==================== block 1
### Cell area per tile, block 1

The bar under the picture is 50 µm long. 14 x 14 tiles, from dark purple (low) to yellow (high), 0 to 100% covered.
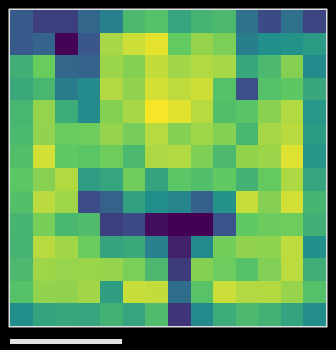

==> src/rtl/player_mover.sv <==
// -----------------------------------------------------------------------------
// player_mover
//   Moves a player sprite through a walled grid maze, one STEP-pixel step per
//   advance pulse. A step sequence starts only from a cell-aligned position:
//   the direction and the current cell are latched, the target wall is checked
//   for one cycle, and then the sprite walks until it is aligned in the
//   neighbouring cell.
//
// Ports
//   clk, rst          clock, asynchronous active-high reset
//   button_1/2        raw direction buttons (synchronized internally);
//                     {button_1, button_2}: 0 right, 1 down, 2 left, 3 up
//   advance           one-cycle step request from the top-level sequencer
//   restart           synchronous return to the origin (beats advance)
//   h_walls           horizontal walls, (GRID_H+1) rows x GRID_W columns,
//                     row 0 / column 0 at the MSB; wall sits above cell row r
//   v_walls           vertical walls, GRID_H rows x (GRID_W+1) columns,
//                     row 0 / column 0 at the MSB; wall sits left of column c
//   pos_x, pos_y      pixel position, [8:5] cell, [4:0] sub-cell offset
//   ready             advance will be accepted this cycle
//   moved             one-cycle pulse on every position change
//   blocked           one-cycle pulse when a requested step is refused
//   at_exit           player aligned in the bottom-right cell
// -----------------------------------------------------------------------------
module player_mover #(
  parameter int GRID_W = 10,
  parameter int GRID_H = 15,
  parameter int STEP   = 1
) (
  input  logic                             clk,
  input  logic                             rst,
  input  logic                             button_1,
  input  logic                             button_2,
  input  logic                             advance,
  input  logic                             restart,
  input  logic [(GRID_H+1)*GRID_W-1:0]     h_walls,
  input  logic [GRID_H*(GRID_W+1)-1:0]     v_walls,
  output logic [8:0]                       pos_x,
  output logic [8:0]                       pos_y,
  output logic                             ready,
  output logic                             moved,
  output logic                             blocked,
  output logic                             at_exit
);

  localparam int HW_BITS = (GRID_H + 1) * GRID_W;
  localparam int VW_BITS = GRID_H * (GRID_W + 1);
  localparam int HW_AW   = $clog2(HW_BITS);
  localparam int VW_AW   = $clog2(VW_BITS);

  localparam logic [3:0] GX_MAX = 4'(GRID_W - 1);
  localparam logic [3:0] GY_MAX = 4'(GRID_H - 1);
  localparam logic [8:0] EXIT_X = {GX_MAX, 5'd0};
  localparam logic [8:0] EXIT_Y = {GY_MAX, 5'd0};
  localparam logic [8:0] STEP9  = 9'(STEP);

  localparam logic [1:0] ALIGNED = 2'd0;
  localparam logic [1:0] CHECK   = 2'd1;
  localparam logic [1:0] MOVING  = 2'd2;

  localparam logic [1:0] DIR_RIGHT = 2'd0;
  localparam logic [1:0] DIR_DOWN  = 2'd1;
  localparam logic [1:0] DIR_LEFT  = 2'd2;
  localparam logic [1:0] DIR_UP    = 2'd3;

  logic       b1_meta, b1_s, b2_meta, b2_s;
  logic [1:0] state, state_nx;
  logic [1:0] dir, dir_nx;
  logic [3:0] gx, gx_nx, gy, gy_nx;
  logic [8:0] x_nx, y_nx;
  logic       moved_nx, blocked_nx, at_exit_nx;
  logic       take_step;

  function automatic logic h_wall(input logic [HW_BITS-1:0] hw,
                                  input int r, input int c);
    logic [HW_AW-1:0] idx;
    idx = HW_AW'(HW_BITS - 1 - (r * GRID_W + c));
    return hw[idx];
  endfunction

  function automatic logic v_wall(input logic [VW_BITS-1:0] vw,
                                  input int r, input int c);
    logic [VW_AW-1:0] idx;
    idx = VW_AW'(VW_BITS - 1 - (r * (GRID_W + 1) + c));
    return vw[idx];
  endfunction

  // Border test first, so the wall lookup is only meaningful inside the grid.
  function automatic logic path_open(input logic [1:0] d,
                                     input logic [3:0] cx,
                                     input logic [3:0] cy,
                                     input logic [HW_BITS-1:0] hw,
                                     input logic [VW_BITS-1:0] vw);
    logic ok;
    case (d)
      DIR_RIGHT: ok = (cx < GX_MAX) && !v_wall(vw, int'(cy), int'(cx) + 1);
      DIR_DOWN:  ok = (cy < GY_MAX) && !h_wall(hw, int'(cy) + 1, int'(cx));
      DIR_LEFT:  ok = (cx > 4'd0)   && !v_wall(vw, int'(cy), int'(cx));
      default:   ok = (cy > 4'd0)   && !h_wall(hw, int'(cy), int'(cx));
    endcase
    return ok;
  endfunction

  // Plain 9-bit add/subtract: the wall check already proved the target cell
  // exists, so the result never leaves the grid.
  function automatic logic [17:0] step_pos(input logic [1:0] d,
                                           input logic [8:0] x,
                                           input logic [8:0] y);
    logic [8:0] xo, yo;
    xo = x;
    yo = y;
    case (d)
      DIR_RIGHT: xo = x + STEP9;
      DIR_DOWN:  yo = y + STEP9;
      DIR_LEFT:  xo = x - STEP9;
      default:   yo = y - STEP9;
    endcase
    return {xo, yo};
  endfunction

  assign ready = (state != CHECK);

  always_comb begin
    state_nx   = state;
    dir_nx     = dir;
    gx_nx      = gx;
    gy_nx      = gy;
    x_nx       = pos_x;
    y_nx       = pos_y;
    moved_nx   = 1'b0;
    blocked_nx = 1'b0;
    take_step  = 1'b0;

    if (restart) begin
      state_nx = ALIGNED;
      x_nx     = 9'd0;
      y_nx     = 9'd0;
    end else begin
      case (state)
        ALIGNED: begin
          if (advance) begin
            dir_nx   = {b1_s, b2_s};
            gx_nx    = pos_x[8:5];
            gy_nx    = pos_y[8:5];
            state_nx = CHECK;
          end
        end
        CHECK: begin
          // Walls are only looked at here; advance is ignored in this state.
          if (path_open(dir, gx, gy, h_walls, v_walls)) begin
            take_step = 1'b1;
          end else begin
            blocked_nx = 1'b1;
            state_nx   = ALIGNED;
          end
        end
        MOVING: begin
          if (advance) take_step = 1'b1;
        end
        default: state_nx = ALIGNED;
      endcase

      if (take_step) begin
        {x_nx, y_nx} = step_pos(dir, pos_x, pos_y);
        moved_nx     = 1'b1;
        // With STEP == 32 the first step already lands aligned.
        state_nx     = (x_nx[4:0] == 5'd0 && y_nx[4:0] == 5'd0) ? ALIGNED : MOVING;
      end
    end

    at_exit_nx = (x_nx == EXIT_X) && (y_nx == EXIT_Y);
  end

  always_ff @(posedge clk or posedge rst) begin
    if (rst) begin
      b1_meta <= 1'b0;
      b1_s    <= 1'b0;
      b2_meta <= 1'b0;
      b2_s    <= 1'b0;
      state   <= ALIGNED;
      dir     <= DIR_RIGHT;
      gx      <= 4'd0;
      gy      <= 4'd0;
      pos_x   <= 9'd0;
      pos_y   <= 9'd0;
      moved   <= 1'b0;
      blocked <= 1'b0;
      at_exit <= 1'b0;
    end else begin
      b1_meta <= button_1;
      b1_s    <= b1_meta;
      b2_meta <= button_2;
      b2_s    <= b2_meta;
      state   <= state_nx;
      dir     <= dir_nx;
      gx      <= gx_nx;
      gy      <= gy_nx;
      pos_x   <= x_nx;
      pos_y   <= y_nx;
      moved   <= moved_nx;
      blocked <= blocked_nx;
      at_exit <= at_exit_nx;
    end
  end

endmodule

==> config.mk <==
export PLATFORM = sky130hd
export DESIGN_NAME = player_mover
export DESIGN_NICKNAME = d
export VERILOG_FILES = /design/src/rtl/player_mover.sv
export SDC_FILE = /design/constraint.sdc
export NUM_CORES = 1
export LEC_CHECK = 0
export ABC_CLOCK_PERIOD_IN_PS = 14600
export CAP_MARGIN = 20
export CORE_MARGIN = 2
export CORE_UTILIZATION = 51
export CTS_CLUSTER_DIAMETER = 50
export CTS_CLUSTER_SIZE = 8
export DETAILED_ROUTE_END_ITERATION = 6
export GPL_ROUTABILITY_DRIVEN = 0
export PLACE_DENSITY = 0.9
export SKIP_CTS_REPAIR_TIMING = 1
export SKIP_LAST_GASP = 1
export SLEW_MARGIN = 10
export SYNTH_ARGS = -nofsm -noshare
export SYNTH_HDL_FRONTEND = slang
export SYNTH_SLANG_ARGS = --single-unit
==> constraint.sdc <==
create_clock -name clk -period 14.6 [get_ports clk]
set_input_delay 1.46 -clock clk [delete_from_list [all_inputs] [get_ports clk]]
set_output_delay 1.46 -clock clk [all_outputs]
set_load 0.01 [all_outputs]
==================== block 2
### config.mk
export PLATFORM = sky130hd
export DESIGN_NAME = sprite_compositor
export DESIGN_NICKNAME = d
export VERILOG_FILES = /design/src/rtl/sprite_compositor.sv
export SDC_FILE = /design/constraint.sdc
export NUM_CORES = 2
export LEC_CHECK = 0
export CORE_MARGIN = 1
export CORE_UTILIZATION = 65
export CTS_BUF_LIST = sky130_fd_sc_hd__clkbuf_8
export CTS_CLUSTER_SIZE = 12
export DETAILED_ROUTE_END_ITERATION = 16
export PLACE_DENSITY = 0.86
export SLEW_MARGIN = 25
export SYNTH_ARGS = -nofsm -noshare
export SYNTH_HDL_FRONTEND = slang
export SYNTH_SLANG_ARGS = --single-unit
### constraint.sdc
create_clock -name clk_i -period 58.3 [get_ports clk_i]
set_clock_uncertainty 0.2 [all_clocks]
set_input_delay 11.66 -clock clk_i [delete_from_list [all_inputs] [get_ports clk_i]]
set_output_delay 11.66 -clock clk_i [all_outputs]
set_load 0.03 [all_outputs]
### src/rtl/sprite_compositor.sv
// sprite_compositor: three-stage pixel compositor for up to NUM_OBJ
// rectangle/circle objects with fixed priority (index 0 wins).
//
// Ports:
//   clk_i, reset_i          clock, asynchronous active-high reset
//   pixel_x_i, pixel_y_i    current pixel from the VGA controller
//   display_enable_i        pixel lies in the active area
//   frame_start_i           start-of-vblank pulse; latches object shadows
//   color_mode_i            0 = mono (objects black on white), 1 = colour
//   obj_{x,y,w,h}_i         per-object geometry, object i at [i*COORD_W +: COORD_W]
//   obj_circle_i            per-object circle select (diameter obj_w)
//   obj_color_i, obj_en_i   per-object colour and enable
//   rgb_o, rgb_valid_o      registered colour and its valid, 3-cycle latency
//   hit_o                   registered per-object hit vector aligned with rgb_o
//   overlap_flags_o         objects that overlapped another during the last frame
module sprite_compositor #(
  parameter int unsigned         NUM_OBJ  = 4,
  parameter int unsigned         COORD_W  = 10,
  parameter int unsigned         COLOR_W  = 24,
  parameter logic [COLOR_W-1:0]  BG_COLOR = '0
) (
  input  logic                         clk_i,
  input  logic                         reset_i,
  input  logic [COORD_W-1:0]           pixel_x_i,
  input  logic [COORD_W-1:0]           pixel_y_i,
  input  logic                         display_enable_i,
  input  logic                         frame_start_i,
  input  logic                         color_mode_i,
  input  logic [NUM_OBJ*COORD_W-1:0]   obj_x_i,
  input  logic [NUM_OBJ*COORD_W-1:0]   obj_y_i,
  input  logic [NUM_OBJ*COORD_W-1:0]   obj_w_i,
  input  logic [NUM_OBJ*COORD_W-1:0]   obj_h_i,
  input  logic [NUM_OBJ-1:0]           obj_circle_i,
  input  logic [NUM_OBJ*COLOR_W-1:0]   obj_color_i,
  input  logic [NUM_OBJ-1:0]           obj_en_i,
  output logic [COLOR_W-1:0]           rgb_o,
  output logic                         rgb_valid_o,
  output logic [NUM_OBJ-1:0]           hit_o,
  output logic [NUM_OBJ-1:0]           overlap_flags_o
);

  localparam int unsigned CW = COORD_W + 1;      // coordinate sums, no wrap
  localparam int unsigned SW = 2 * COORD_W + 3;  // squared-distance width

  // Shadow copies of the object table, swapped once per frame
  logic [NUM_OBJ*COORD_W-1:0] sh_x_q, sh_y_q, sh_w_q, sh_h_q;
  logic [NUM_OBJ-1:0]         sh_circle_q, sh_en_q;
  logic [NUM_OBJ*COLOR_W-1:0] sh_color_q;

  always_ff @(posedge clk_i or posedge reset_i) begin
    if (reset_i) begin
      sh_x_q      <= '0;
      sh_y_q      <= '0;
      sh_w_q      <= '0;
      sh_h_q      <= '0;
      sh_circle_q <= '0;
      sh_en_q     <= '0;
      sh_color_q  <= '0;
    end else if (frame_start_i) begin
      sh_x_q      <= obj_x_i;
      sh_y_q      <= obj_y_i;
      sh_w_q      <= obj_w_i;
      sh_h_q      <= obj_h_i;
      sh_circle_q <= obj_circle_i;
      sh_en_q     <= obj_en_i;
      sh_color_q  <= obj_color_i;
    end
  end

  // Stage 1: rectangle tests and circle distance terms
  logic [NUM_OBJ-1:0] rect_d, circ_d;
  logic [CW-1:0]      dx_d [NUM_OBJ];
  logic [CW-1:0]      dy_d [NUM_OBJ];
  logic [SW-1:0]      rsq_d [NUM_OBJ];

  always_comb begin
    rect_d = '0;
    circ_d = '0;
    for (int unsigned i = 0; i < NUM_OBJ; i++) begin
      logic [CW-1:0] px, py, x, y, w, h, r, cx, cy;
      px = CW'(pixel_x_i);
      py = CW'(pixel_y_i);
      x  = CW'(sh_x_q[i*COORD_W +: COORD_W]);
      y  = CW'(sh_y_q[i*COORD_W +: COORD_W]);
      w  = CW'(sh_w_q[i*COORD_W +: COORD_W]);
      h  = CW'(sh_h_q[i*COORD_W +: COORD_W]);
      r  = w >> 1;
      cx = x + r;
      cy = y + r;
      rect_d[i] = sh_en_q[i] && !sh_circle_q[i] &&
                  (px >= x) && (px < x + w) && (py >= y) && (py < y + h);
      circ_d[i] = sh_en_q[i] && sh_circle_q[i];
      dx_d[i]   = (px >= cx) ? px - cx : cx - px;
      dy_d[i]   = (py >= cy) ? py - cy : cy - py;
      rsq_d[i]  = SW'(r) * SW'(r);
    end
  end

  logic                       de1_q, mode1_q;
  logic [NUM_OBJ-1:0]         rect1_q, circ1_q;
  logic [CW-1:0]              dx1_q [NUM_OBJ];
  logic [CW-1:0]              dy1_q [NUM_OBJ];
  logic [SW-1:0]              rsq1_q [NUM_OBJ];
  logic [NUM_OBJ*COLOR_W-1:0] col1_q, col2_q;

  // Colours travel with the pixel so a frame_start during active video
  // cannot recolour pixels already in flight.
  always_ff @(posedge clk_i or posedge reset_i) begin
    if (reset_i) begin
      de1_q   <= 1'b0;
      mode1_q <= 1'b0;
      rect1_q <= '0;
      circ1_q <= '0;
      col1_q  <= '0;
      for (int unsigned i = 0; i < NUM_OBJ; i++) begin
        dx1_q[i]  <= '0;
        dy1_q[i]  <= '0;
        rsq1_q[i] <= '0;
      end
    end else begin
      de1_q   <= display_enable_i;
      mode1_q <= color_mode_i;
      rect1_q <= rect_d;
      circ1_q <= circ_d;
      col1_q  <= sh_color_q;
      for (int unsigned i = 0; i < NUM_OBJ; i++) begin
        dx1_q[i]  <= dx_d[i];
        dy1_q[i]  <= dy_d[i];
        rsq1_q[i] <= rsq_d[i];
      end
    end
  end

  // Stage 2: circle compare, final hit vector
  logic [NUM_OBJ-1:0] hit2_d, hit2_q;
  logic               de2_q, mode2_q;

  always_comb begin
    hit2_d = '0;
    for (int unsigned i = 0; i < NUM_OBJ; i++) begin
      hit2_d[i] = rect1_q[i] ||
                  (circ1_q[i] && (SW'(dx1_q[i]) * SW'(dx1_q[i]) +
                                  SW'(dy1_q[i]) * SW'(dy1_q[i]) <= rsq1_q[i]));
    end
  end

  always_ff @(posedge clk_i or posedge reset_i) begin
    if (reset_i) begin
      de2_q   <= 1'b0;
      mode2_q <= 1'b0;
      hit2_q  <= '0;
      col2_q  <= '0;
    end else begin
      de2_q   <= de1_q;
      mode2_q <= mode1_q;
      hit2_q  <= hit2_d;
      col2_q  <= col1_q;
    end
  end

  // Stage 3: priority mux and mono/colour select
  logic [COLOR_W-1:0] rgb_d, rgb_q;
  logic [NUM_OBJ-1:0] hit_d, hit_q;
  logic               valid_q;

  always_comb begin
    logic found;
    found = 1'b0;
    rgb_d = '0;
    hit_d = '0;
    if (de2_q) begin
      hit_d = hit2_q;
      if (mode2_q) begin
        rgb_d = BG_COLOR;
        for (int unsigned i = 0; i < NUM_OBJ; i++) begin
          if (hit2_q[i] && !found) begin
            rgb_d = col2_q[i*COLOR_W +: COLOR_W];
            found = 1'b1;
          end
        end
      end else begin
        rgb_d = (|hit2_q) ? '0 : '1;
      end
    end
  end

  always_ff @(posedge clk_i or posedge reset_i) begin
    if (reset_i) begin
      rgb_q   <= '0;
      valid_q <= 1'b0;
      hit_q   <= '0;
    end else begin
      rgb_q   <= rgb_d;
      valid_q <= de2_q;
      hit_q   <= hit_d;
    end
  end

  // Overlap accumulation over the final stage
  logic [NUM_OBJ-1:0] upd_d, acc_q, ovl_q;

  always_comb begin
    upd_d = '0;
    for (int unsigned i = 0; i < NUM_OBJ; i++) begin
      logic [NUM_OBJ-1:0] others;
      others   = hit_q & ~(NUM_OBJ'(1) << i);
      upd_d[i] = valid_q && hit_q[i] && (|others);
    end
  end

  always_ff @(posedge clk_i or posedge reset_i) begin
    if (reset_i) begin
      acc_q <= '0;
      ovl_q <= '0;
    end else if (frame_start_i) begin
      ovl_q <= acc_q | upd_d;
      acc_q <= '0;
    end else begin
      acc_q <= acc_q | upd_d;
    end
  end

  assign rgb_o           = rgb_q;
  assign rgb_valid_o     = valid_q;
  assign hit_o           = hit_q;
  assign overlap_flags_o = ovl_q;

endmodule

### Register map, names as in the netlist, block 1

The bar under the picture is 50 µm long. Other sequential cells in the stronger gray, the rest of the logic in the fainter gray.
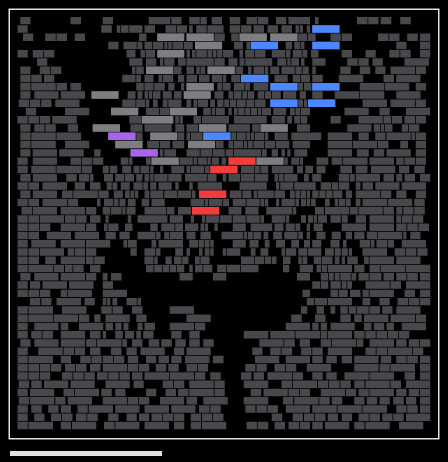
blue -> `pos_y`  # placed flops 9
purple -> `dir`  # placed flops 2
red -> `gy`  # placed flops 4, where middle

About 'Cell area per tile' of block 1:
densest ninth of the die = top middle
fullest tile = 99%
tiles over 75% full = 44%
mean over tiles = 66%

==> flow_metrics.env, block 1 <==
# physical design summary
export IMPL_status="completed"
export IMPL_rrSetupSlack_ns=8.25
export IMPL_design_seq_count=37
export IMPL_layoutNonFillerInstCount=1391
export IMPL_reg_largest_list="pos_x (9), pos_y (9)"
export IMPL_drc=0
export IMPL_clockBufferDepth=2
export IMPL_cp_num_buf_inv=1
export IMPL_clockRootBuffer="clkbuf_16"
export IMPL_clk_pin_slew_ns=0.06
export IMPL_crit_required_ns=14.80
export IMPL_yosys_most_used_dff="dfrtp_1"
export IMPL_reg2reg_to="state[1]"
export IMPL_synth_area_per_cell_um2=11.3
export IMPL_hp_class="reg -> reg"
export IMPL_overflow=0
export IMPL_post_route_period_util_pct=43.5
export IMPL_bufAreaShareNonClock_pct=26.9
export IMPL_slew_headroom_pct=27.7
export IMPL_worst_r2r_cell_count=17
export IMPL_use_met3_pct=6.25
export IMPL_whs_path_depth=0
export IMPL_place_ws_ns=8.37
export IMPL_critPathKind="reg -> reg"
export IMPL_num_rows=50
### Wire density map, block 2

34 x 34 tiles, from dark purple (low) to yellow (high), scaled to the fullest tile. Values are wire area over tile area, all layers added.
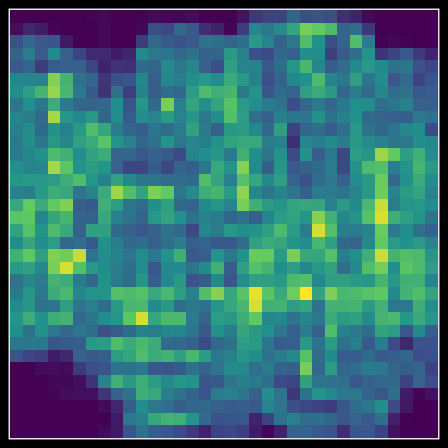
mean over tiles = 0.28
nearly empty tiles = 7.1%
tiles over half the peak = 32%
fullest tile = 0.69

==> flow_metrics.env, block 2 <==
# physical design summary
export IMPL_status="completed"
export IMPL_period_minus_slack_ns=15.43
export IMPL_syn_nets=9667
export IMPL_taps=1488
export IMPL_fin_setup_tns_ns=0
export IMPL_rsz0062_at_grt="false"
export IMPL_use_met2_pct=54.8
export IMPL_met3_wirelength_um=16300
export IMPL_num_rows=122
export IMPL_synth_stat_cells=7490
export IMPL_n_all_inverters=1608
export IMPL_rrSetupSlack_ns=49.02
export IMPL_antenna_found_initial=40
export IMPL_worstSetupStartpoint="pixel_y_i[1]"
export IMPL_edf_count=0


==> gallery <==
Clock wiring as the flow saved it.
(a)
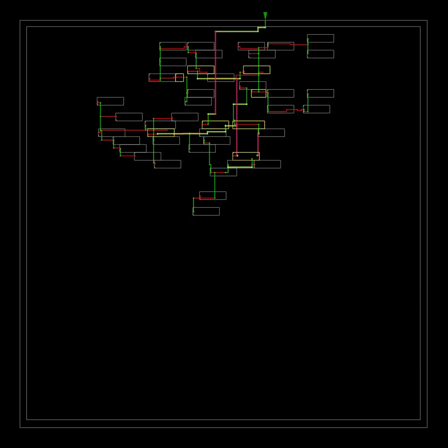
(b)
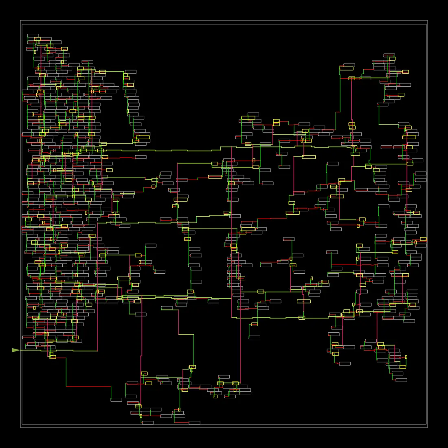
| picture | from |
|---|---|
| (b) | block 2 |
| (a) | block 1 |
- most sequential cells: (b)
- most clock buffers: (b)


==> screenshots <==
Routed metal, one color a layer.
Only two layers are drawn.
Plate I
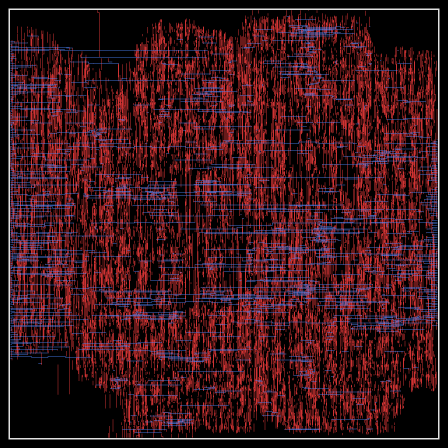
Plate II
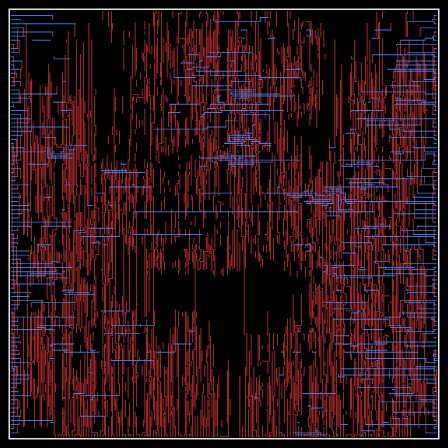
The one with the most wire is Plate I.
| picture | from |
|---|---|
| Plate I | block 2 |
| Plate II | block 1 |

